######## block 1 ########
Fig. 1: block 1, clock wires, drivers and flops
Scale: 1.5 px per µm.
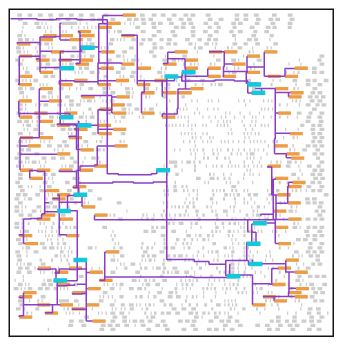
Fig. 2: block 1, metal 3
Scale: 1 px per µm.
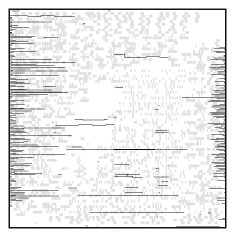
<file path="src/rtl/core_pipe_wb.sv">
// Writeback stage (s3): completes memory responses with load extraction, performs CSR
// accesses, writes the register file, raises traps and pulses instruction retirement.
module core_pipe_wb #(
  parameter int XLEN         = 64,
  parameter int TRAP_CAUSE_W = 7
) (
  input  logic                    g_clk,
  input  logic                    g_reset,
  input  logic                    s3_full,
  output logic                    s3_ready,
  input  logic [XLEN-1:0]         s3_pc,
  input  logic [31:0]             s3_instr,
  input  logic [XLEN-1:0]         s3_wdata,
  input  logic [4:0]              s3_rd,
  input  logic [6:0]              s3_lsu_op,
  input  logic [3:0]              s3_csr_op,
  input  logic [11:0]             s3_csr_addr,
  input  logic [1:0]              s3_wb_op,
  input  logic                    s3_trap,
  input  logic                    dmem_rsp_valid,
  input  logic                    dmem_rsp_err,
  input  logic [XLEN-1:0]         dmem_rsp_rdata,
  output logic                    csr_en,
  output logic                    csr_wr,
  output logic                    csr_set,
  output logic                    csr_clr,
  output logic [11:0]             csr_addr,
  output logic [XLEN-1:0]         csr_wdata,
  input  logic [XLEN-1:0]         csr_rdata,
  input  logic                    csr_error,
  output logic                    rd_wen,
  output logic [4:0]              rd_addr,
  output logic [XLEN-1:0]         rd_wdata,
  output logic                    trap_valid,
  output logic [TRAP_CAUSE_W-1:0] trap_cause,
  output logic [XLEN-1:0]         trap_pc,
  input  logic                    trap_ack,
  output logic                    wb_flush,
  output logic                    instr_ret
);

  typedef enum logic [1:0] {ST_RUN, ST_WAIT_MEM, ST_TRAP} state_e;

  localparam logic [TRAP_CAUSE_W-1:0] CAUSE_ILLEGAL  = TRAP_CAUSE_W'(2);
  localparam logic [TRAP_CAUSE_W-1:0] CAUSE_LD_FAULT = TRAP_CAUSE_W'(5);
  localparam logic [TRAP_CAUSE_W-1:0] CAUSE_ST_FAULT = TRAP_CAUSE_W'(7);

  localparam logic [1:0] WB_WDATA = 2'd1;
  localparam logic [1:0] WB_LSU   = 2'd2;
  localparam logic [1:0] WB_CSR   = 2'd3;

  state_e                  state_q, state_d;
  logic                    rd_wen_q, rd_wen_d;
  logic [4:0]              rd_addr_q, rd_addr_d;
  logic [XLEN-1:0]         rd_wdata_q, rd_wdata_d;
  logic                    trap_valid_q, trap_valid_d;
  logic [TRAP_CAUSE_W-1:0] trap_cause_q, trap_cause_d;
  logic [XLEN-1:0]         trap_pc_q, trap_pc_d;
  logic                    instr_ret_q, instr_ret_d;

  logic                    is_lsu, is_csr, store_only;
  logic                    complete, raise_trap;
  logic [TRAP_CAUSE_W-1:0] raise_cause;
  logic [TRAP_CAUSE_W-1:0] mem_cause;
  logic [XLEN-1:0]         ld_shifted, ld_value;
  logic                    ld_sign;

  assign is_lsu     = s3_lsu_op[0] | s3_lsu_op[1];
  assign store_only = s3_lsu_op[1] & ~s3_lsu_op[0];
  assign is_csr     = |s3_csr_op;
  assign mem_cause  = s3_lsu_op[0] ? CAUSE_LD_FAULT : CAUSE_ST_FAULT;

  // Response data is a whole aligned doubleword; the address low bits pick the lanes.
  always_comb begin
    ld_shifted = dmem_rsp_rdata >> {s3_wdata[2:0], 3'b000};
    ld_sign    = 1'b0;
    ld_value   = ld_shifted;
    if (s3_lsu_op[2]) begin
      ld_sign  = s3_lsu_op[6] & ld_shifted[7];
      ld_value = {{(XLEN-8){ld_sign}}, ld_shifted[7:0]};
    end else if (s3_lsu_op[3]) begin
      ld_sign  = s3_lsu_op[6] & ld_shifted[15];
      ld_value = {{(XLEN-16){ld_sign}}, ld_shifted[15:0]};
    end else if (s3_lsu_op[4]) begin
      ld_sign  = s3_lsu_op[6] & ld_shifted[31];
      ld_value = {{(XLEN-32){ld_sign}}, ld_shifted[31:0]};
    end
  end

  // NOTE: every signal written here gets a default first so no path infers a latch.
  always_comb begin
    state_d     = state_q;
    s3_ready    = 1'b0;
    csr_en      = 1'b0;
    complete    = 1'b0;
    raise_trap  = 1'b0;
    raise_cause = CAUSE_ILLEGAL;
    trap_valid_d = trap_valid_q;

    case (state_q)
      ST_RUN: begin
        if (!s3_full) begin
          s3_ready = 1'b1;
        end else if (s3_trap) begin
          raise_trap = 1'b1;
        end else if (is_lsu) begin
          if (!dmem_rsp_valid) begin
            state_d = ST_WAIT_MEM;
          end else if (dmem_rsp_err) begin
            raise_trap  = 1'b1;
            raise_cause = mem_cause;
          end else begin
            complete = 1'b1;
          end
        end else if (is_csr) begin
          csr_en = 1'b1;
          if (csr_error) raise_trap = 1'b1;
          else           complete   = 1'b1;
        end else begin
          complete = 1'b1;
        end
      end
      ST_WAIT_MEM: begin
        if (dmem_rsp_valid) begin
          if (dmem_rsp_err) begin
            raise_trap  = 1'b1;
            raise_cause = mem_cause;
          end else begin
            complete = 1'b1;
            state_d  = ST_RUN;
          end
        end
      end
      ST_TRAP: begin
        if (trap_ack) begin
          s3_ready     = 1'b1;
          trap_valid_d = 1'b0;
          state_d      = ST_RUN;
        end
      end
      default: state_d = ST_RUN;
    endcase

    if (complete) s3_ready = 1'b1;
    if (raise_trap) begin
      state_d      = ST_TRAP;
      trap_valid_d = 1'b1;
    end
  end

  always_comb begin
    trap_cause_d = raise_trap ? raise_cause : trap_cause_q;
    trap_pc_d    = raise_trap ? s3_pc       : trap_pc_q;
    instr_ret_d  = complete;
    rd_wen_d     = complete && (s3_wb_op != 2'd0) && (s3_rd != 5'd0) && !store_only;
    rd_addr_d    = complete ? s3_rd : rd_addr_q;
    rd_wdata_d   = rd_wdata_q;
    if (complete) begin
      case (s3_wb_op)
        WB_LSU:   rd_wdata_d = ld_value;
        WB_CSR:   rd_wdata_d = csr_rdata;
        WB_WDATA: rd_wdata_d = s3_wdata;
        default:  rd_wdata_d = s3_wdata;
      endcase
    end
  end

  // NOTE: state registers use non-blocking assignments so all flops sample together.
  always_ff @(posedge g_clk or posedge g_reset) begin
    if (g_reset) begin
      state_q      <= ST_RUN;
      rd_wen_q     <= 1'b0;
      rd_addr_q    <= '0;
      rd_wdata_q   <= '0;
      trap_valid_q <= 1'b0;
      trap_cause_q <= '0;
      trap_pc_q    <= '0;
      instr_ret_q  <= 1'b0;
    end else begin
      state_q      <= state_d;
      rd_wen_q     <= rd_wen_d;
      rd_addr_q    <= rd_addr_d;
      rd_wdata_q   <= rd_wdata_d;
      trap_valid_q <= trap_valid_d;
      trap_cause_q <= trap_cause_d;
      trap_pc_q    <= trap_pc_d;
      instr_ret_q  <= instr_ret_d;
    end
  end

  assign csr_wr     = csr_en & s3_csr_op[1];
  assign csr_set    = csr_en & s3_csr_op[2];
  assign csr_clr    = csr_en & s3_csr_op[3];
  assign csr_addr   = s3_csr_addr;
  assign csr_wdata  = s3_wdata;

  assign rd_wen     = rd_wen_q;
  assign rd_addr    = rd_addr_q;
  assign rd_wdata   = rd_wdata_q;
  assign trap_valid = trap_valid_q;
  assign trap_cause = trap_cause_q;
  assign trap_pc    = trap_pc_q;
  assign wb_flush   = trap_valid_q & trap_ack;
  assign instr_ret  = instr_ret_q;

  logic unused_ok;
  assign unused_ok = ^s3_instr;

endmodule

</file>
<file path="config.mk">
export PLATFORM = sky130hd
export DESIGN_NAME = core_pipe_wb
export DESIGN_NICKNAME = d
export VERILOG_FILES = /design/src/rtl/core_pipe_wb.sv
export SDC_FILE = /design/constraint.sdc
export NUM_CORES = 1
export LEC_CHECK = 0
export ABC_AREA = 1
export CAP_MARGIN = 20
export CELL_PAD_IN_SITES_DETAIL_PLACEMENT = 1
export CELL_PAD_IN_SITES_GLOBAL_PLACEMENT = 1
export CORE_AREA = 2 2 213 215
export CTS_CLUSTER_SIZE = 20
export DETAILED_ROUTE_END_ITERATION = 8
export DIE_AREA = 0 0 215 217
export PLACE_DENSITY_LB_ADDON = 0.1
export SYNTH_ARGS = -nofsm -noshare
export SYNTH_HDL_FRONTEND = slang
export SYNTH_SLANG_ARGS = --single-unit
</file>
<file path="constraint.sdc">
create_clock -name g_clk -period 6 [get_ports g_clk]
set_input_delay 1.5 -clock g_clk [delete_from_list [all_inputs] [get_ports g_clk]]
set_output_delay 1.5 -clock g_clk [all_outputs]
set_load 0.03 [all_outputs]
</file>
==> results.py <==
# Physical implementation metrics
metrics = {
    "logic_synthesis": {
        "synthAdderAreaFrac_pct": 0,
        "edf_count": 0,
        "async_flop_share_pct": 100,
        "top_cells_by_area": "dfrtp_1 37%, nand2_1 24%, buf_4 6.3%",
        "yosys_warnings": 0,
        "synth_area_per_cell_um2": 6.65,
    },
    "cells_and_area": {
        "combGateArea_mm2": 0.00493,
        "buffers_excl_clock": 507,
        "num-clock-buffers": 17,
        "postLayoutCellArea_mm2": 0.0149,
        "fin_cells": 2405,
        "clock_area_share_pct": 3.85,
        "dominant_cells": "buffers",
        "inv_count": 36,
    },
    "hold_path": {
        "hold_path.class": "flip-flop to flip-flop",
    },
    "worst_setup_path": {
        "cp_top_family": "buffers and inverters",
        "worst-path-buf-inv": 3,
        "worstPathMaxFanout": 4,
        "reg2reg_from": "state_q[1]",
        "crit_start": "dmem_rsp_valid",
        "path_cells": "clkdlybuf4s50_1, inv_1, o32ai_1, nand2_4, nand3_1, clkdlybuf4s50_1",
    },
    "clock_tree": {
        "cts_root_buf": "clkbuf_16",
        "cts_hold_buf": 0,
    },
    "placed_design": {
        "dpl_cell_area_mm2": 0.0144,
    },
    "detailed_routing": {
        "drc_errors": 0,
        "drt_iter0_drc": 528,
        "firstDrtPassIters": 4,
    },
    "global_routing": {
        "grt_max_degree": 73,
    },
    "floorplan": {
        "core_area_mm2": 0.0447,
    },
    "power": {
        "p_clk_uw": 1090,
    },
    "status": {
        "status": "finished clean",
    },
}
## Picture notes: Fig. 1
[orange] flip-flops | count: 140
[cyan] clock drivers | count: 17
[purple] clock wires | length: 2810 µm
routed clock nets	18

## Picture notes: Fig. 2
nets with wire on the layer	267
wire length on this layer	3500 µm
share of all routed wire	7.4%
main direction	horizontal
longest straight run	121 µm

[layer usage]
| layer | track usage, % | up-vias | wire length (µm) |
|---|---|---|---|
| met5 | 0 | - | 40 |
| met3 | 6.36 | 35 | 3500 |
| met4 | 5.84 | 6 | 735 |
| met2 | 34.9 | 304 | 23400 |
| met1 | 23.8 | 5096 | 19400 |
| li1 | - | 5252 | - |
[state kept, by name, indices dropped and copies added (netlist names)]
signal / cells
rd_addr: 5
instr_ret: 1
rd_wen: 1
trap_cause: 2
state_q: 2
trap_valid: 1
trap_pc: 64
rd_wdata: 64

######## block 2 ########
Fig. 3: block 2, clock wires, drivers and flops
Scale: 3 px per µm.
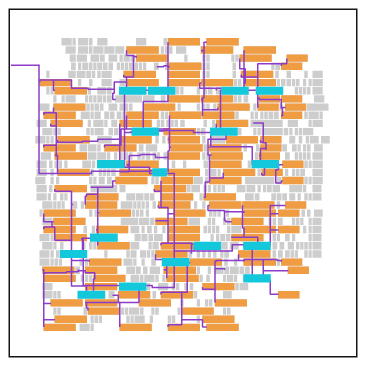
Fig. 4: block 2, where the registers sit
Scale: 2 px per µm. Other sequential cells in the stronger grey, the rest of the logic in the fainter grey.
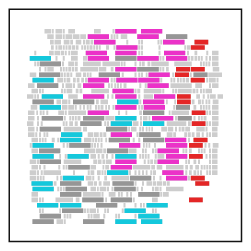
### src/rtl/pipelined_bls_addsub.sv
// WIDTH-bit add/subtract unit pipelined as one GROUP-bit lookahead slice per stage,
// with the borrow/carry registered between slices and a deskewed output register.
module pipelined_bls_addsub #(
  parameter int WIDTH = 16,
  parameter int GROUP = 4
) (
  input  logic             clk,
  input  logic             rst,
  input  logic             in_valid,
  output logic             in_ready,
  input  logic             mode,
  input  logic [WIDTH-1:0] X,
  input  logic [WIDTH-1:0] Y,
  input  logic             Bin,
  output logic             out_valid,
  input  logic             out_ready,
  output logic [WIDTH-1:0] Diff,
  output logic             Bout,
  output logic             Ovf,
  output logic             Zero
);

  localparam int STAGES = WIDTH / GROUP;

  if ((WIDTH % GROUP) != 0) begin : g_bad_width
    $error("pipelined_bls_addsub: WIDTH must be a multiple of GROUP");
  end

  // Handshake: a beat transfers on a cycle where valid & ready are both high at the
  // rising edge. ready never depends on valid of the same side; the whole pipeline
  // moves together (adv) or holds together, so nothing is dropped or duplicated.
  logic adv;

  // Per-stage registers: operand skew copies, partial result (lower slices already
  // filled in), borrow/carry out of the slice, mode and valid.
  logic [WIDTH-1:0] x_q [STAGES];
  logic [WIDTH-1:0] y_q [STAGES];
  logic [WIDTH-1:0] r_q [STAGES];
  logic             c_q [STAGES];
  logic             m_q [STAGES];
  logic             v_q [STAGES];

  logic [WIDTH-1:0] x_d [STAGES];
  logic [WIDTH-1:0] y_d [STAGES];
  logic [WIDTH-1:0] r_d [STAGES];
  logic             c_d [STAGES];
  logic             m_d [STAGES];
  logic             v_d [STAGES];
  logic [GROUP:0]   sc  [STAGES];

  logic             out_valid_q;
  logic [WIDTH-1:0] diff_q;
  logic             bout_q;
  logic             ovf_q;
  logic             ovf_d;

  // Flattened lookahead: every carry is a sum of generate terms gated by the
  // propagates above them, so no carry depends on another computed carry.
  function automatic logic [GROUP:0] slice_f(
    input logic [GROUP-1:0] a,
    input logic [GROUP-1:0] b,
    input logic             cin,
    input logic             add
  );
    logic [GROUP-1:0] g;
    logic [GROUP-1:0] p;
    logic [GROUP-1:0] h;
    logic [GROUP-1:0] s;
    logic [GROUP:0]   c;
    logic             t;
    h = a ^ b;
    g = add ? (a & b) : (~a & b);
    p = add ? h : ~h;
    c = '0;
    c[0] = cin;
    for (int i = 0; i < GROUP; i++) begin
      t = cin;
      for (int j = 0; j <= i; j++) t = t & p[j];
      c[i+1] = t;
      for (int j = 0; j <= i; j++) begin
        t = g[j];
        for (int m = j + 1; m <= i; m++) t = t & p[m];
        c[i+1] = c[i+1] | t;
      end
    end
    s = h ^ c[GROUP-1:0];
    return {c[GROUP], s};
  endfunction

  assign adv      = !out_valid_q || out_ready;
  assign in_ready = adv;

  always_comb begin
    for (int k = 0; k < STAGES; k++) begin
      x_d[k] = '0;
      y_d[k] = '0;
      r_d[k] = '0;
      c_d[k] = 1'b0;
      m_d[k] = 1'b0;
      v_d[k] = 1'b0;
      sc[k]  = '0;
    end
    x_d[0] = X;
    y_d[0] = Y;
    m_d[0] = mode;
    v_d[0] = in_valid;
    sc[0]  = slice_f(X[GROUP-1:0], Y[GROUP-1:0], Bin, mode);
    r_d[0][GROUP-1:0] = sc[0][GROUP-1:0];
    c_d[0] = sc[0][GROUP];
    for (int k = 1; k < STAGES; k++) begin
      x_d[k] = x_q[k-1];
      y_d[k] = y_q[k-1];
      m_d[k] = m_q[k-1];
      v_d[k] = v_q[k-1];
      sc[k]  = slice_f(x_q[k-1][k*GROUP +: GROUP], y_q[k-1][k*GROUP +: GROUP],
                       c_q[k-1], m_q[k-1]);
      r_d[k] = r_q[k-1];
      r_d[k][k*GROUP +: GROUP] = sc[k][GROUP-1:0];
      c_d[k] = sc[k][GROUP];
    end
  end

  // Signed overflow from the operand sign bits carried alongside the result.
  always_comb begin
    ovf_d = 1'b0;
    if (m_q[STAGES-1]) begin
      ovf_d = (x_q[STAGES-1][WIDTH-1] == y_q[STAGES-1][WIDTH-1]) &&
              (r_q[STAGES-1][WIDTH-1] != x_q[STAGES-1][WIDTH-1]);
    end else begin
      ovf_d = (x_q[STAGES-1][WIDTH-1] != y_q[STAGES-1][WIDTH-1]) &&
              (r_q[STAGES-1][WIDTH-1] != x_q[STAGES-1][WIDTH-1]);
    end
  end

  always_ff @(posedge clk) begin
    if (rst) begin
      for (int k = 0; k < STAGES; k++) begin
        x_q[k] <= '0;
        y_q[k] <= '0;
        r_q[k] <= '0;
        c_q[k] <= 1'b0;
        m_q[k] <= 1'b0;
        v_q[k] <= 1'b0;
      end
      out_valid_q <= 1'b0;
      diff_q      <= '0;
      bout_q      <= 1'b0;
      ovf_q       <= 1'b0;
    end else if (adv) begin
      for (int k = 0; k < STAGES; k++) begin
        x_q[k] <= x_d[k];
        y_q[k] <= y_d[k];
        r_q[k] <= r_d[k];
        c_q[k] <= c_d[k];
        m_q[k] <= m_d[k];
        v_q[k] <= v_d[k];
      end
      out_valid_q <= v_q[STAGES-1];
      diff_q      <= r_q[STAGES-1];
      bout_q      <= c_q[STAGES-1];
      ovf_q       <= ovf_d;
    end
  end

  // Flags are gated by out_valid so an idle or reset unit reads all-zero.
  assign out_valid = out_valid_q;
  assign Diff      = out_valid_q ? diff_q : '0;
  assign Bout      = out_valid_q & bout_q;
  assign Ovf       = out_valid_q & ovf_q;
  assign Zero      = out_valid_q & (diff_q == '0);

endmodule

### config.mk
export PLATFORM = sky130hd
export DESIGN_NAME = pipelined_bls_addsub
export DESIGN_NICKNAME = d
export VERILOG_FILES = /design/src/rtl/pipelined_bls_addsub.sv
export SDC_FILE = /design/constraint.sdc
export NUM_CORES = 1
export LEC_CHECK = 0
export ABC_AREA = 1
export CAP_MARGIN = 15
export CORE_MARGIN = 8
export CORE_UTILIZATION = 56
export DETAILED_ROUTE_END_ITERATION = 6
export GPL_TIMING_DRIVEN = 0
export PLACE_DENSITY = 0.76
export SYNTH_ARGS = -nofsm -noshare
export SYNTH_HDL_FRONTEND = slang
export SYNTH_SLANG_ARGS = --single-unit
export TNS_END_PERCENT = 30
### constraint.sdc
create_clock -name clk -period 2.6 [get_ports clk]
set_input_delay 0.26 -clock clk [delete_from_list [all_inputs] [get_ports clk]]
set_output_delay 0.26 -clock clk [all_outputs]
set_load 0.05 [all_outputs]
==> results.py <==
# Physical implementation metrics
metrics = {
    "logic_synthesis": {
        "synth_flops": 121,
        "ff_type": "edfxtp_1",
        "synth.distinct_cells": 28,
        "largest_area_cell": "edfxtp_1",
        "top_cells_by_count": "126 x inv_1, 102 x edfxtp_1, 96 x nand2_1",
        "muxShareOfSynthArea_pct": 0,
        "synthAdderAreaFrac_pct": 0,
        "yosys_area_mm2": 0.00552,
    },
    "global_routing": {
        "grt_overflow_total": 0,
        "grt_pass1_wl_um": 16000,
        "grt_pass1_vias": 3514,
        "use_met1_pct": 16.7,
        "busiest_layer": "met2",
        "grt_max_degree": 63,
        "antenna_found_initial": 0,
    },
    "cells_and_area": {
        "num-clock-buffers": 25,
        "fillCellCount": 704,
        "n_antenna_cell": 0,
        "clock_area_share_pct": 8.28,
        "reg.largest.list": "r_q x40, x_q x25, y_q x25",
        "largest_register": "r_q",
        "buf_share_pct": 10.3,
        "inv_count": 132,
        "lay_top_cells": "126 x inv_1, 102 x edfxtp_1, 96 x nand2_1",
        "sh_comb_area_pct": 21.6,
        "nets": 686,
    },
    "clock_tree": {
        "cts_max_path_buffers": 2,
        "cts_hold_buf": 0,
        "clk_pin_slew_worst_paths_ns": 0.05,
    },
    "final_timing": {
        "slew_headroom_pct": 58.2,
        "finalClockPeriodUsage_pct": 91.7,
    },
    "power": {
        "p_leak_uw": 0.00322,
        "p_comb_share_pct": 8.7,
        "p_clk_uw": 2190,
        "p_sw_uw": 1060,
    },
    "detailed_routing": {
        "firstDrtPassIters": 5,
        "top_layer": "met4",
        "wl_per_cell_um": 11.9,
    },
    "worst_setup_path": {
        "cp_top_family": "buffers and inverters",
        "startpoint_type": "flip-flop",
    },
    "job": {
        "drv_cap": 0,
    },
    "floorplan": {
        "nWellTaps": 133,
        "die_width_um": 115,
    },
    "status": {
        "status": "finished clean",
    },
    "placed_design": {
        "place.gp.congestion": 0.754,
    },
}
Notes on Fig. 3 above:
[purple] clock wires | length: 1340 µm
[cyan] clock drivers | count: 17
[orange] flip-flops | count: 121
routed clock nets	18

Notes on Fig. 4 above:
colour	signal	flops
magenta	r_q	40
red	diff_q	16
cyan	x_q	25
not coloured	40

-- worst paths after layout --
path	cells past startpoint	endpoint	start
setup / recovery	4	Diff[1]	out_valid
hold / removal	3	y_q[0][5]	Y[5]
setup reg to reg	5	y_q[0][14]	out_valid
hold reg to reg	2	diff_q[5]	r_q[0][53]
-- worst register-to-register path: cells and delay by family, from the launching register on --
kind | cells | cell delay, ns
buf+inv | 3 | 0.99
flops | 1 | 0.32
simple gates | 2 | 0.20

######## block 3 ########
$ cat src/rtl/pcie_tx_pkg.sv
// Shared types and constants for the PCIe TX arbiter.
// State encoding, tuser bit map, drop counter width, helpers.
package pcie_tx_pkg;

  typedef enum logic [1:0] {
    ST_IDLE  = 2'd0,
    ST_XFER  = 2'd1,
    ST_FLUSH = 2'd2
  } tx_state_e;

  localparam int TUSER_W           = 4;
  localparam int TUSER_ECRC_GEN    = 0;
  localparam int TUSER_ERR_FWD     = 1;
  localparam int TUSER_STREAMED    = 2;
  localparam int TUSER_SRC_DSC     = 3;
  // The core names src_dsc "discontinue" in its docs.
  localparam int TUSER_DISCONTINUE = TUSER_SRC_DSC;

  localparam int DROP_CNT_W = 16;

  function automatic int idx_w(input int n);
    return (n > 1) ? $clog2(n) : 1;
  endfunction

  function automatic logic [DROP_CNT_W-1:0] sat_inc(
    input logic [DROP_CNT_W-1:0] v
  );
    return (&v) ? v : v + DROP_CNT_W'(1);
  endfunction

endpackage

$ cat src/rtl/pcie_rr_pick.sv
// Round-robin first-set finder over NUM_CHAN requests.
// Returns the first set request at or after ptr, wrapping.
module pcie_rr_pick
  import pcie_tx_pkg::*;
#(
  parameter int NUM_CHAN = 4,
  localparam int IDX_W = idx_w(NUM_CHAN)
) (
  input  logic [NUM_CHAN-1:0] req,
  input  logic [IDX_W-1:0]    ptr,
  output logic                found,
  output logic [IDX_W-1:0]    idx
);

  logic [IDX_W:0] sum;

  // Scan offsets 0..NUM_CHAN-1 from ptr, keep the first hit.
  always_comb begin
    found = 1'b0;
    idx   = '0;
    sum   = '0;
    for (int i = 0; i < NUM_CHAN; i++) begin
      sum = {1'b0, ptr} + (IDX_W+1)'(i);
      if (sum >= (IDX_W+1)'(NUM_CHAN))
        sum = sum - (IDX_W+1)'(NUM_CHAN);
      if (!found && req[sum[IDX_W-1:0]]) begin
        found = 1'b1;
        idx   = sum[IDX_W-1:0];
      end
    end
  end

endmodule

$ cat src/rtl/pcie_tx_arbiter.sv
// N-channel packet round-robin arbiter onto the PCIe core TX stream.
// Optional per-channel packet counters: PCIE_TX_ARB_STATS_EN.
module pcie_tx_arbiter
  import pcie_tx_pkg::*;
#(
  parameter int         C_DATA_WIDTH = 64,
  parameter int         KEEP_WIDTH   = C_DATA_WIDTH/8,
  parameter int         NUM_CHAN     = 4,
  parameter logic [5:0] BUF_AV_MIN   = 6'd2
) (
  input  logic                         sys_clk,
  input  logic                         sys_reset_n,
  input  logic                         user_lnk_up,
  input  logic [5:0]                   tx_buf_av,
  input  logic                         tx_cfg_req,
  output logic                         tx_cfg_gnt,
  input  logic [NUM_CHAN*C_DATA_WIDTH-1:0] ch_tdata,
  input  logic [NUM_CHAN*KEEP_WIDTH-1:0]   ch_tkeep,
  input  logic [NUM_CHAN*TUSER_W-1:0]      ch_tuser,
  input  logic [NUM_CHAN-1:0]          ch_tlast,
  input  logic [NUM_CHAN-1:0]          ch_tvalid,
  output logic [NUM_CHAN-1:0]          ch_tready,
  output logic [C_DATA_WIDTH-1:0]      s_axis_tx_tdata,
  output logic [KEEP_WIDTH-1:0]        s_axis_tx_tkeep,
  output logic [TUSER_W-1:0]           s_axis_tx_tuser,
  output logic                         s_axis_tx_tlast,
  output logic                         s_axis_tx_tvalid,
  input  logic                         s_axis_tx_tready,
  output logic [DROP_CNT_W-1:0]        drop_count
`ifdef PCIE_TX_ARB_STATS_EN
  ,
  output logic [NUM_CHAN*32-1:0]       pkt_count
`endif
);

  localparam int IDX_W = idx_w(NUM_CHAN);

  tx_state_e            state, state_n;
  logic [IDX_W-1:0]     grant, grant_n;
  logic [IDX_W-1:0]     rr_ptr, rr_n;
  logic [IDX_W-1:0]     grant_nxt;
  logic [DROP_CNT_W-1:0] drop_q, drop_n;
  logic                 pick_found;
  logic [IDX_W-1:0]     pick_idx;
  logic                 start_ok;
  logic                 idle_st, xfer_st, flush_st;

  logic [C_DATA_WIDTH-1:0] dat_a  [NUM_CHAN];
  logic [KEEP_WIDTH-1:0]   keep_a [NUM_CHAN];
  logic [TUSER_W-1:0]      user_a [NUM_CHAN];

  for (genvar i = 0; i < NUM_CHAN; i++) begin : g_unpack
    assign dat_a[i]  = ch_tdata[i*C_DATA_WIDTH +: C_DATA_WIDTH];
    assign keep_a[i] = ch_tkeep[i*KEEP_WIDTH +: KEEP_WIDTH];
    assign user_a[i] = ch_tuser[i*TUSER_W +: TUSER_W];
  end

  pcie_rr_pick #(
    .NUM_CHAN (NUM_CHAN)
  ) u_pick (
    .req   (ch_tvalid),
    .ptr   (rr_ptr),
    .found (pick_found),
    .idx   (pick_idx)
  );

  assign s_axis_tx_tdata = dat_a[grant];
  assign s_axis_tx_tkeep = keep_a[grant];
  assign s_axis_tx_tuser = user_a[grant];
  assign s_axis_tx_tlast = ch_tlast[grant];
  assign drop_count      = drop_q;

  assign grant_nxt = (grant == IDX_W'(NUM_CHAN-1)) ?
                     '0 : grant + IDX_W'(1);

  // Core config requests win over new packet starts.
  assign start_ok = !tx_cfg_req && user_lnk_up &&
                    (tx_buf_av >= BUF_AV_MIN) && pick_found;

  // Link loss in XFER sinks beats in the very same cycle.
  assign idle_st  = (state == ST_IDLE);
  assign xfer_st  = (state == ST_XFER) && user_lnk_up;
  assign flush_st = (state == ST_FLUSH) ||
                    ((state == ST_XFER) && !user_lnk_up);

  // State, grant, pointer and drop counter registers.
  always_ff @(posedge sys_clk or negedge sys_reset_n) begin
    if (!sys_reset_n) begin
      state  <= ST_IDLE;
      grant  <= '0;
      rr_ptr <= '0;
      drop_q <= '0;
    end else begin
      state  <= state_n;
      grant  <= grant_n;
      rr_ptr <= rr_n;
      drop_q <= drop_n;
    end
  end

  // Next state, handshakes and packet-end bookkeeping.
  always_comb begin
    state_n          = state;
    grant_n          = grant;
    rr_n             = rr_ptr;
    drop_n           = drop_q;
    tx_cfg_gnt       = 1'b0;
    s_axis_tx_tvalid = 1'b0;
    ch_tready        = '0;
    unique case (1'b1)
      idle_st: begin
        tx_cfg_gnt = 1'b1;
        if (start_ok) begin
          grant_n = pick_idx;
          state_n = ST_XFER;
        end
      end
      xfer_st: begin
        s_axis_tx_tvalid = ch_tvalid[grant];
        ch_tready[grant] = s_axis_tx_tready;
        if (ch_tvalid[grant] && s_axis_tx_tready &&
            ch_tlast[grant]) begin
          rr_n    = grant_nxt;
          state_n = ST_IDLE;
        end
      end
      flush_st: begin
        ch_tready[grant] = 1'b1;
        if (ch_tvalid[grant] && ch_tlast[grant]) begin
          drop_n  = sat_inc(drop_q);
          rr_n    = grant_nxt;
          state_n = ST_IDLE;
        end else begin
          state_n = ST_FLUSH;
        end
      end
      default: state_n = ST_IDLE;
    endcase
  end

`ifdef PCIE_TX_ARB_STATS_EN
  logic        fwd_done;
  logic [31:0] pkt_q [NUM_CHAN];

  assign fwd_done = xfer_st && ch_tvalid[grant] &&
                    s_axis_tx_tready && ch_tlast[grant];

  // Count packets completed towards the core, per channel.
  always_ff @(posedge sys_clk or negedge sys_reset_n) begin
    if (!sys_reset_n) begin
      for (int i = 0; i < NUM_CHAN; i++)
        pkt_q[i] <= '0;
    end else if (fwd_done) begin
      pkt_q[grant] <= pkt_q[grant] + 32'd1;
    end
  end

  for (genvar i = 0; i < NUM_CHAN; i++) begin : g_stats
    assign pkt_count[i*32 +: 32] = pkt_q[i];
  end
`endif

endmodule

$ cat config.mk
export PLATFORM = sky130hd
export DESIGN_NAME = pcie_tx_arbiter
export DESIGN_NICKNAME = d
export VERILOG_FILES = /design/src/rtl/pcie_tx_pkg.sv /design/src/rtl/pcie_rr_pick.sv /design/src/rtl/pcie_tx_arbiter.sv
export SDC_FILE = /design/constraint.sdc
export NUM_CORES = 1
export LEC_CHECK = 0
export CAP_MARGIN = 30
export CELL_PAD_IN_SITES_DETAIL_PLACEMENT = 1
export CELL_PAD_IN_SITES_GLOBAL_PLACEMENT = 2
export CORE_AREA = 2 2 166 168
export DETAILED_ROUTE_END_ITERATION = 10
export DIE_AREA = 0 0 168 170
export PLACE_DENSITY = 0.89
export REMOVE_ABC_BUFFERS = 1
export SYNTH_ARGS = -nofsm -noshare
export SYNTH_HDL_FRONTEND = slang
export SYNTH_SLANG_ARGS = --single-unit
export TNS_END_PERCENT = 100
$ cat constraint.sdc
create_clock -name sys_clk -period 4.73 [get_ports sys_clk]
set_input_delay 0.946 -clock sys_clk [delete_from_list [all_inputs] [get_ports sys_clk]]
set_output_delay 0.946 -clock sys_clk [all_outputs]
set_load 0.02 [all_outputs]
Fig. 5: block 3, congestion heat map
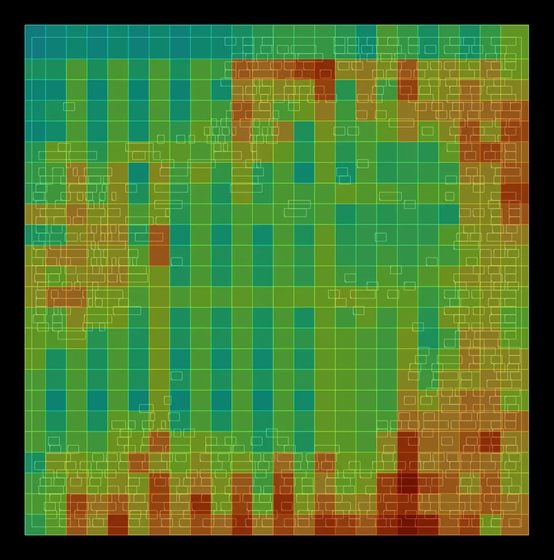
most used routing layer: met2
drt wl/cell: 24.9 µm
GR Util met1: 20.5%
grt met2 use: 26.4%

Fig. 6: block 3, metal 3
Scale: 1.5 px per µm.
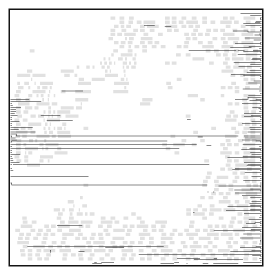
nets with wire on the layer	179
main direction	horizontal
wire length on this layer	2370 µm
share of all routed wire	9.7%
longest straight run	148 µm

==> results.py <==
# Physical implementation metrics
metrics = {
    "power": {
        "p_leak_uw": 0.00270,
        "p_per_area_mw_per_mm2": 446,
        "p_clk_uw": 240,
    },
    "floorplan": {
        "ioPinCount": 422,
        "std_cell_rows": 60,
    },
    "cells_and_area": {
        "nets": 959,
        "fillCellCount": 2969,
        "area_growth_pct": 157,
        "fin_cells": 975,
        "lay_top_cells": "420 x clkdlybuf4s50_1, 78 x mux4_2, 20 x dfrtp_1",
    },
    "status": {
        "status": "finished clean",
    },
    "clock_tree": {
        "ctsHtreeMaxLevel": 1,
        "cts.sinks": 22,
        "cts_hold_buf": 0,
    },
    "hold_path": {
        "hold_path.class": "flip-flop to flip-flop",
        "worstHoldEndpoint": "drop_count[6]",
    },
    "global_routing": {
        "use_met3_pct": 6.02,
        "antenna_found_initial": 7,
        "grt_overflow_total": 0,
    },
    "logic_synthesis": {
        "edf_count": 0,
        "top_cell": "mux4_2",
        "top_cells_by_area": "mux4_2 58%, dfrtp_1 18%, xnor2_1 2.6%",
        "ys_sh_simple_pct": 11.2,
        "yosys_cells": 217,
        "synthCells": 217,
        "muxShareOfSynthArea_pct": 60.2,
    },
    "detailed_routing": {
        "top_layer": "met5",
        "ant_nets": 0,
        "dr_wl_met3_um": 2370,
    },
    "worst_setup_path": {
        "cp.arrival_ns": 2.78,
        "worstSetupEndpoint": "s_axis_tx_tvalid",
    },
    "placed_design": {
        "dp_cells": 967,
        "hpwl_um": 21400,
    },
    "final_timing": {
        "tns_ns": 0,
    },
}
Fig. 7: block 3, clock wires, drivers and flops
Scale: 2 px per µm.
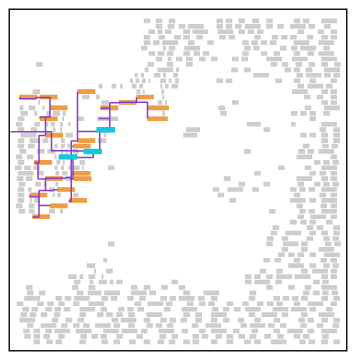
[cyan] clock drivers | count: 3
[purple] clock wires | length: 352 µm
[orange] flip-flops | count: 22
routed clock nets	4

[metrics by stage]
stage | hold WS, ns | power, µW
detailed placement | 0.506 | 3300
global placement | 0.504 | 3300
global route | 0.558 | 3690
floorplan | 0.541 | 1860
CTS | 0.532 | 3570
finish | 0.533 | 3490
[layout make-up]
type	instances	area [µm²]	share of cell area, %
Multi-Input combinational cell	175	2410	30.7
Tap cell	341	427	5.45
Clock buffer	3	75.1	0.959
Inverter	2	7.51	0.0959
Antenna cell	4	10.0	0.128
Timing Repair Buffer	427	4310	55.1
Sequential cell	22	558	7.13
Clock inverter	1	30.0	0.384

######## block 4 ########
[config.mk]
export PLATFORM = sky130hd
export DESIGN_NAME = pet_status_engine
export DESIGN_NICKNAME = d
export VERILOG_FILES = /design/src/rtl/pet_pkg.sv /design/src/rtl/button_debouncer.sv /design/src/rtl/pet_status_engine.sv
export SDC_FILE = /design/constraint.sdc
export NUM_CORES = 1
export LEC_CHECK = 0
export ABC_AREA = 0
export CORE_ASPECT_RATIO = 1.4
export CORE_UTILIZATION = 59
export CTS_CLUSTER_SIZE = 25
export DETAILED_ROUTE_END_ITERATION = 8
export GPL_ROUTABILITY_DRIVEN = 0
export MAX_ROUTING_LAYER = met4
export PLACE_DENSITY_LB_ADDON = 0.12
export SLEW_MARGIN = 40
export SYNTH_ARGS = -nofsm -noshare
export SYNTH_HDL_FRONTEND = slang
export SYNTH_SLANG_ARGS = --single-unit
export TNS_END_PERCENT = 1
[constraint.sdc]
create_clock -name clk -period 3.87 [get_ports clk]
set_input_delay 0.5805 -clock clk [delete_from_list [all_inputs] [get_ports clk]]
set_output_delay 0.5805 -clock clk [all_outputs]
set_load 0.1 [all_outputs]
[src/rtl/pet_pkg.sv]
// Shared types and constants for the virtual pet status engine.
package pet_pkg;

    typedef enum logic [2:0] {
        IDLE     = 3'd0,
        EATING   = 3'd1,
        PLAYING  = 3'd2,
        SLEEPING = 3'd3,
        DEAD     = 3'd4
    } pet_state_t;

    localparam int FACE_NEUTRAL  = 0;
    localparam int FACE_HAPPY    = 1;
    localparam int FACE_HUNGRY   = 2;
    localparam int FACE_SAD      = 3;
    localparam int FACE_TIRED    = 4;
    localparam int FACE_EATING   = 5;
    localparam int FACE_PLAYING  = 6;
    localparam int FACE_SLEEPING = 7;
    localparam int FACE_DEAD     = 8;

    localparam int FEED_GAIN = 2;
    localparam int JOY_GAIN  = 2;

    // Counter width able to hold 0..n-1, never narrower than one bit.
    function automatic int cnt_w(input int n);
        return (n > 1) ? $clog2(n) : 1;
    endfunction

endpackage

[src/rtl/button_debouncer.sv]
// Raw active-low button -> 2-FF synchroniser -> tick-based debouncer -> 1-clk press pulse.
module button_debouncer import pet_pkg::*; #(
    parameter int DEBOUNCE_TICKS = 3
) (
    input  logic clk,
    input  logic reset,
    input  logic i_tick,
    input  logic i_btn_n,
    output logic o_press
);

    localparam int CW = cnt_w(DEBOUNCE_TICKS);

    logic          r_sync1;
    logic          r_sync2;
    logic          r_level;
    logic [CW-1:0] r_cnt;
    logic          r_press;

    // Accept a new level only after it has disagreed with the current one on
    // DEBOUNCE_TICKS consecutive ticks; any agreement restarts the count.
    always_ff @(posedge clk or negedge reset) begin
        if (!reset) begin
            r_sync1 <= 1'b1;
            r_sync2 <= 1'b1;
            r_level <= 1'b1;
            r_cnt   <= '0;
            r_press <= 1'b0;
        end else begin
            r_sync1 <= i_btn_n;
            r_sync2 <= r_sync1;
            r_press <= 1'b0;
            if (r_sync2 == r_level) begin
                r_cnt <= '0;
            end else if (i_tick) begin
                if (r_cnt == CW'(DEBOUNCE_TICKS - 1)) begin
                    r_cnt   <= '0;
                    r_level <= r_sync2;
                    r_press <= ~r_sync2;
                end else begin
                    r_cnt <= r_cnt + 1'b1;
                end
            end
        end
    end

    assign o_press = r_press;

endmodule

[src/rtl/pet_status_engine.sv]
// Virtual pet state owner: buttons, timed actions, stat decay and face code.
module pet_status_engine import pet_pkg::*; #(
    parameter int MAX_VALUE        = 5,
    parameter int NUM_FACES        = 9,
    parameter int COUNT_MAX        = 800000,
    parameter int DEBOUNCE_TICKS   = 3,
    parameter int ACTION_TICKS     = 60,
    parameter int DECAY_TICKS      = 1875,
    parameter int SLEEP_STEP_TICKS = 250
) (
    input  logic                          clk,
    input  logic                          reset,
    input  logic                          btn_feed_n,
    input  logic                          btn_play_n,
    input  logic                          btn_sleep_n,
    output logic [$clog2(NUM_FACES)-1:0]  face,
    output logic [$clog2(MAX_VALUE):0]    feed_value,
    output logic [$clog2(MAX_VALUE):0]    joy_value,
    output logic [$clog2(MAX_VALUE):0]    energy_value
);

    localparam int SW  = $clog2(MAX_VALUE) + 1;
    localparam int FW  = $clog2(NUM_FACES);
    localparam int TW  = cnt_w(COUNT_MAX);
    localparam int ACW = cnt_w(ACTION_TICKS);
    localparam int DCW = cnt_w(DECAY_TICKS);
    localparam int SCW = cnt_w(SLEEP_STEP_TICKS);

    logic [TW-1:0]  r_tick_cnt;
    logic           w_tick;
    logic           w_press_feed, w_press_play, w_press_sleep;
    logic           w_sleep_only;

    pet_state_t     r_state, w_state_nxt;
    logic [SW-1:0]  r_feed, r_joy, r_energy;
    logic [SW-1:0]  w_feed_nxt, w_joy_nxt, w_energy_nxt;
    logic [ACW-1:0] r_action_cnt, w_action_nxt;
    logic [SCW-1:0] r_step_cnt, w_step_nxt;
    logic [DCW-1:0] r_decay_cnt, w_decay_nxt;
    logic           r_phase, w_phase_nxt;
    logic [FW-1:0]  r_face, w_face_nxt;

    // One spare bit on the way up so the saturation compare cannot wrap.
    logic [SW:0]    w_feed_up, w_joy_up, w_energy_inc;
    logic [SW-1:0]  w_feed_sat, w_joy_sat, w_energy_sat;
    logic [SW-1:0]  w_feed_dn, w_joy_dn, w_energy_dn;
    logic           w_all_zero;

    assign w_tick = (r_tick_cnt == TW'(COUNT_MAX - 1));

    // Free-running tick divider.
    always_ff @(posedge clk or negedge reset) begin
        if (!reset) r_tick_cnt <= '0;
        else        r_tick_cnt <= w_tick ? '0 : r_tick_cnt + 1'b1;
    end

    button_debouncer #(.DEBOUNCE_TICKS(DEBOUNCE_TICKS)) u_db_feed (
        .clk(clk), .reset(reset), .i_tick(w_tick), .i_btn_n(btn_feed_n),  .o_press(w_press_feed));
    button_debouncer #(.DEBOUNCE_TICKS(DEBOUNCE_TICKS)) u_db_play (
        .clk(clk), .reset(reset), .i_tick(w_tick), .i_btn_n(btn_play_n),  .o_press(w_press_play));
    button_debouncer #(.DEBOUNCE_TICKS(DEBOUNCE_TICKS)) u_db_sleep (
        .clk(clk), .reset(reset), .i_tick(w_tick), .i_btn_n(btn_sleep_n), .o_press(w_press_sleep));

    // A sleep press only counts when no higher-priority press shares its cycle.
    assign w_sleep_only = w_press_sleep & ~w_press_feed & ~w_press_play;

    assign w_feed_up    = {1'b0, r_feed}   + (SW+1)'(FEED_GAIN);
    assign w_joy_up     = {1'b0, r_joy}    + (SW+1)'(JOY_GAIN);
    assign w_energy_inc = {1'b0, r_energy} + 1'b1;
    assign w_feed_sat   = (w_feed_up    >= (SW+1)'(MAX_VALUE)) ? SW'(MAX_VALUE) : w_feed_up[SW-1:0];
    assign w_joy_sat    = (w_joy_up     >= (SW+1)'(MAX_VALUE)) ? SW'(MAX_VALUE) : w_joy_up[SW-1:0];
    assign w_energy_sat = (w_energy_inc >= (SW+1)'(MAX_VALUE)) ? SW'(MAX_VALUE) : w_energy_inc[SW-1:0];
    assign w_feed_dn    = (r_feed   == '0) ? '0 : r_feed   - 1'b1;
    assign w_joy_dn     = (r_joy    == '0) ? '0 : r_joy    - 1'b1;
    assign w_energy_dn  = (r_energy == '0) ? '0 : r_energy - 1'b1;
    assign w_all_zero   = (r_feed == '0) && (r_joy == '0) && (r_energy == '0);

    // State, stat and counter registers.
    always_ff @(posedge clk or negedge reset) begin
        if (!reset) begin
            r_state      <= IDLE;
            r_feed       <= SW'(MAX_VALUE);
            r_joy        <= SW'(MAX_VALUE);
            r_energy     <= SW'(MAX_VALUE);
            r_action_cnt <= '0;
            r_step_cnt   <= '0;
            r_decay_cnt  <= '0;
            r_phase      <= 1'b0;
            r_face       <= '0;
        end else begin
            r_state      <= w_state_nxt;
            r_feed       <= w_feed_nxt;
            r_joy        <= w_joy_nxt;
            r_energy     <= w_energy_nxt;
            r_action_cnt <= w_action_nxt;
            r_step_cnt   <= w_step_nxt;
            r_decay_cnt  <= w_decay_nxt;
            r_phase      <= w_phase_nxt;
            r_face       <= w_face_nxt;
        end
    end

    // Next-state and stat update; decay only runs while IDLE.
    always_comb begin
        w_state_nxt  = r_state;
        w_feed_nxt   = r_feed;
        w_joy_nxt    = r_joy;
        w_energy_nxt = r_energy;
        w_action_nxt = r_action_cnt;
        w_step_nxt   = r_step_cnt;
        w_decay_nxt  = r_decay_cnt;
        w_phase_nxt  = r_phase;
        case (r_state)
            IDLE: begin
                if (w_tick) begin
                    if (r_decay_cnt == DCW'(DECAY_TICKS - 1)) begin
                        w_decay_nxt = '0;
                        w_feed_nxt  = w_feed_dn;
                        w_joy_nxt   = w_joy_dn;
                        w_phase_nxt = ~r_phase;
                        if (r_phase) w_energy_nxt = w_energy_dn;
                    end else begin
                        w_decay_nxt = r_decay_cnt + 1'b1;
                    end
                end
                if (w_all_zero) begin
                    w_state_nxt = DEAD;
                end else if (w_press_feed) begin
                    w_state_nxt  = EATING;
                    w_action_nxt = '0;
                end else if (w_press_play) begin
                    if (r_energy != '0) begin
                        w_state_nxt  = PLAYING;
                        w_action_nxt = '0;
                    end
                end else if (w_press_sleep) begin
                    w_state_nxt = SLEEPING;
                    w_step_nxt  = '0;
                end
            end
            EATING, PLAYING: begin
                if (w_tick) begin
                    if (r_action_cnt == ACW'(ACTION_TICKS - 1)) begin
                        w_action_nxt = '0;
                        w_state_nxt  = IDLE;
                        if (r_state == EATING) begin
                            w_feed_nxt = w_feed_sat;
                        end else begin
                            w_joy_nxt    = w_joy_sat;
                            w_energy_nxt = w_energy_dn;
                        end
                    end else begin
                        w_action_nxt = r_action_cnt + 1'b1;
                    end
                end
            end
            SLEEPING: begin
                if (w_sleep_only) begin
                    w_state_nxt = IDLE;
                end else if (w_tick) begin
                    if (r_step_cnt == SCW'(SLEEP_STEP_TICKS - 1)) begin
                        w_step_nxt   = '0;
                        w_energy_nxt = w_energy_sat;
                        if (w_energy_inc >= (SW+1)'(MAX_VALUE)) w_state_nxt = IDLE;
                    end else begin
                        w_step_nxt = r_step_cnt + 1'b1;
                    end
                end
            end
            DEAD:    ;
            default: w_state_nxt = IDLE;
        endcase
    end

    // Face selection from the current state and stats; first match wins.
    always_comb begin
        w_face_nxt = FW'(FACE_NEUTRAL);
        if (r_state == DEAD)                    w_face_nxt = FW'(FACE_DEAD);
        else if (r_state == SLEEPING)           w_face_nxt = FW'(FACE_SLEEPING);
        else if (r_state == PLAYING)            w_face_nxt = FW'(FACE_PLAYING);
        else if (r_state == EATING)             w_face_nxt = FW'(FACE_EATING);
        else if (r_feed   <= SW'(1))            w_face_nxt = FW'(FACE_HUNGRY);
        else if (r_energy <= SW'(1))            w_face_nxt = FW'(FACE_TIRED);
        else if (r_joy    <= SW'(1))            w_face_nxt = FW'(FACE_SAD);
        else if (r_feed   >= SW'(MAX_VALUE - 1) && r_joy >= SW'(MAX_VALUE - 1) &&
                 r_energy >= SW'(MAX_VALUE - 1)) w_face_nxt = FW'(FACE_HAPPY);
    end

    assign face         = r_face;
    assign feed_value   = r_feed;
    assign joy_value    = r_joy;
    assign energy_value = r_energy;

endmodule

Fig. 8: block 4, clock wires, drivers and flops
Scale: 3 px per µm.
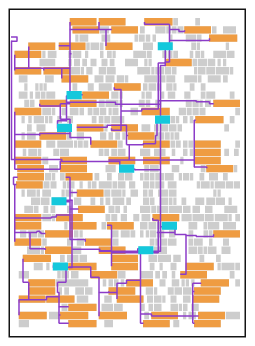
[orange] flip-flops | count: 83
[purple] clock wires | length: 1040 µm
[cyan] clock drivers | count: 9
routed clock nets	10

Fig. 9: block 4, metal 3
Scale: 2 px per µm.
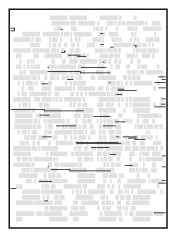
nets with wire on the layer	36
share of all routed wire	3.1%
main direction	horizontal

==> results.py <==
# Physical implementation metrics
metrics = {
    "status": {
        "status": "finished clean",
    },
    "cells_and_area": {
        "lay_top_cells": "68 x dfrtp_1, 44 x nor2_1, 39 x nand2_1",
        "area_growth_pct": 7.89,
    },
    "clock_tree": {
        "cts_tree": "built",
        "cts_root_buf": "clkbuf_8",
    },
    "worst_setup_path": {
        "reg2reg_from": "energy_value[1]",
        "slowest_stage": "o21ai_1",
        "worstSetupEndpoint": "r_step_cnt[6]",
        "worstSetupPathDepth": 7,
        "worst-path-buf-inv": 1,
    },
    "floorplan": {
        "chipHeight_um": 109,
        "ioPinCount": 21,
    },
    "logic_synthesis": {
        "synth.distinct_cells": 66,
        "top_area_share_pct": 35.5,
        "logic_family": "simple AND/OR/NAND/NOR gates",
        "top_cells_by_area": "dfrtp_1 36%, dfstp_2 8.2%, ha_1 5.0%",
    },
    "detailed_routing": {
        "wl_met1_um": 4290,
        "wl_um": 10300,
        "wl_per_cell_um": 16.3,
        "drt_iter0_drc": 376,
    },
    "job": {
        "drv_cap": 0,
        "warnings": 38,
    },
    "power": {
        "top_power_group": "sequential cells",
        "p_per_area_mw_per_mm2": 291,
    },
    "global_routing": {
        "grt_pass1_vias": 3782,
    },
}
Fig. 10: block 4, signal wires by layer
Scale: 2 px per µm.
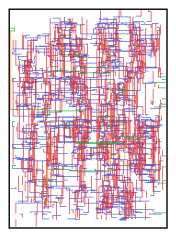
colour	layer	wire length
blue	metal 1	4290 µm
green	metal 3	318 µm
red	metal 2	5470 µm
orange	metal 4	197 µm

stage by stage:
step	cells	hold slack (ns)	total power (µW)	util, %
2_1_floorplan	514	0.285	893	-
3_3_place_gp	615	0.346	914	64.8
3_5_place_dp	615	0.350	915	63.8
4_1_cts	631	0.292	1520	66.2
5_1_grt	631	0.293	1550	66.3
6_report	631	0.248	1510	66.3
area by class of cell:
type	count	area [µm²]	area share, %
Tap cell	100	125	2.42
Timing Repair Buffer	24	154	2.98
Sequential cell	83	2100	40.5
Clock buffer	11	131	2.54
Multi-Input combinational cell	389	2540	49.1
Inverter	19	71.3	1.38
Clock inverter	5	55.1	1.06


==> layout pictures side by side <==
Where the registers sit.
panel A
Scale: 1.5 px per µm. Other sequential cells in the stronger grey, the rest of the logic in the fainter grey.
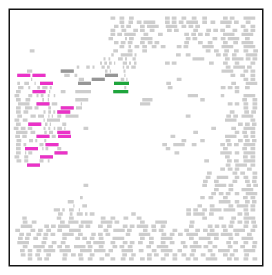
panel B
Scale: 2 px per µm. Other sequential cells in the stronger grey, the rest of the logic in the fainter grey.
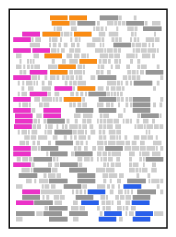
panel C
Scale: 1 px per µm. Other sequential cells in the stronger grey, the rest of the logic in the fainter grey.
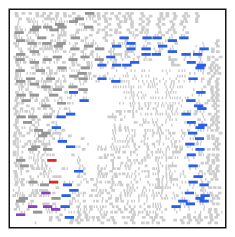
The one with the most cells is panel C.
panel B: block 4
panel A: block 3
panel C: block 1

Power and IR drop assume default switching activity.
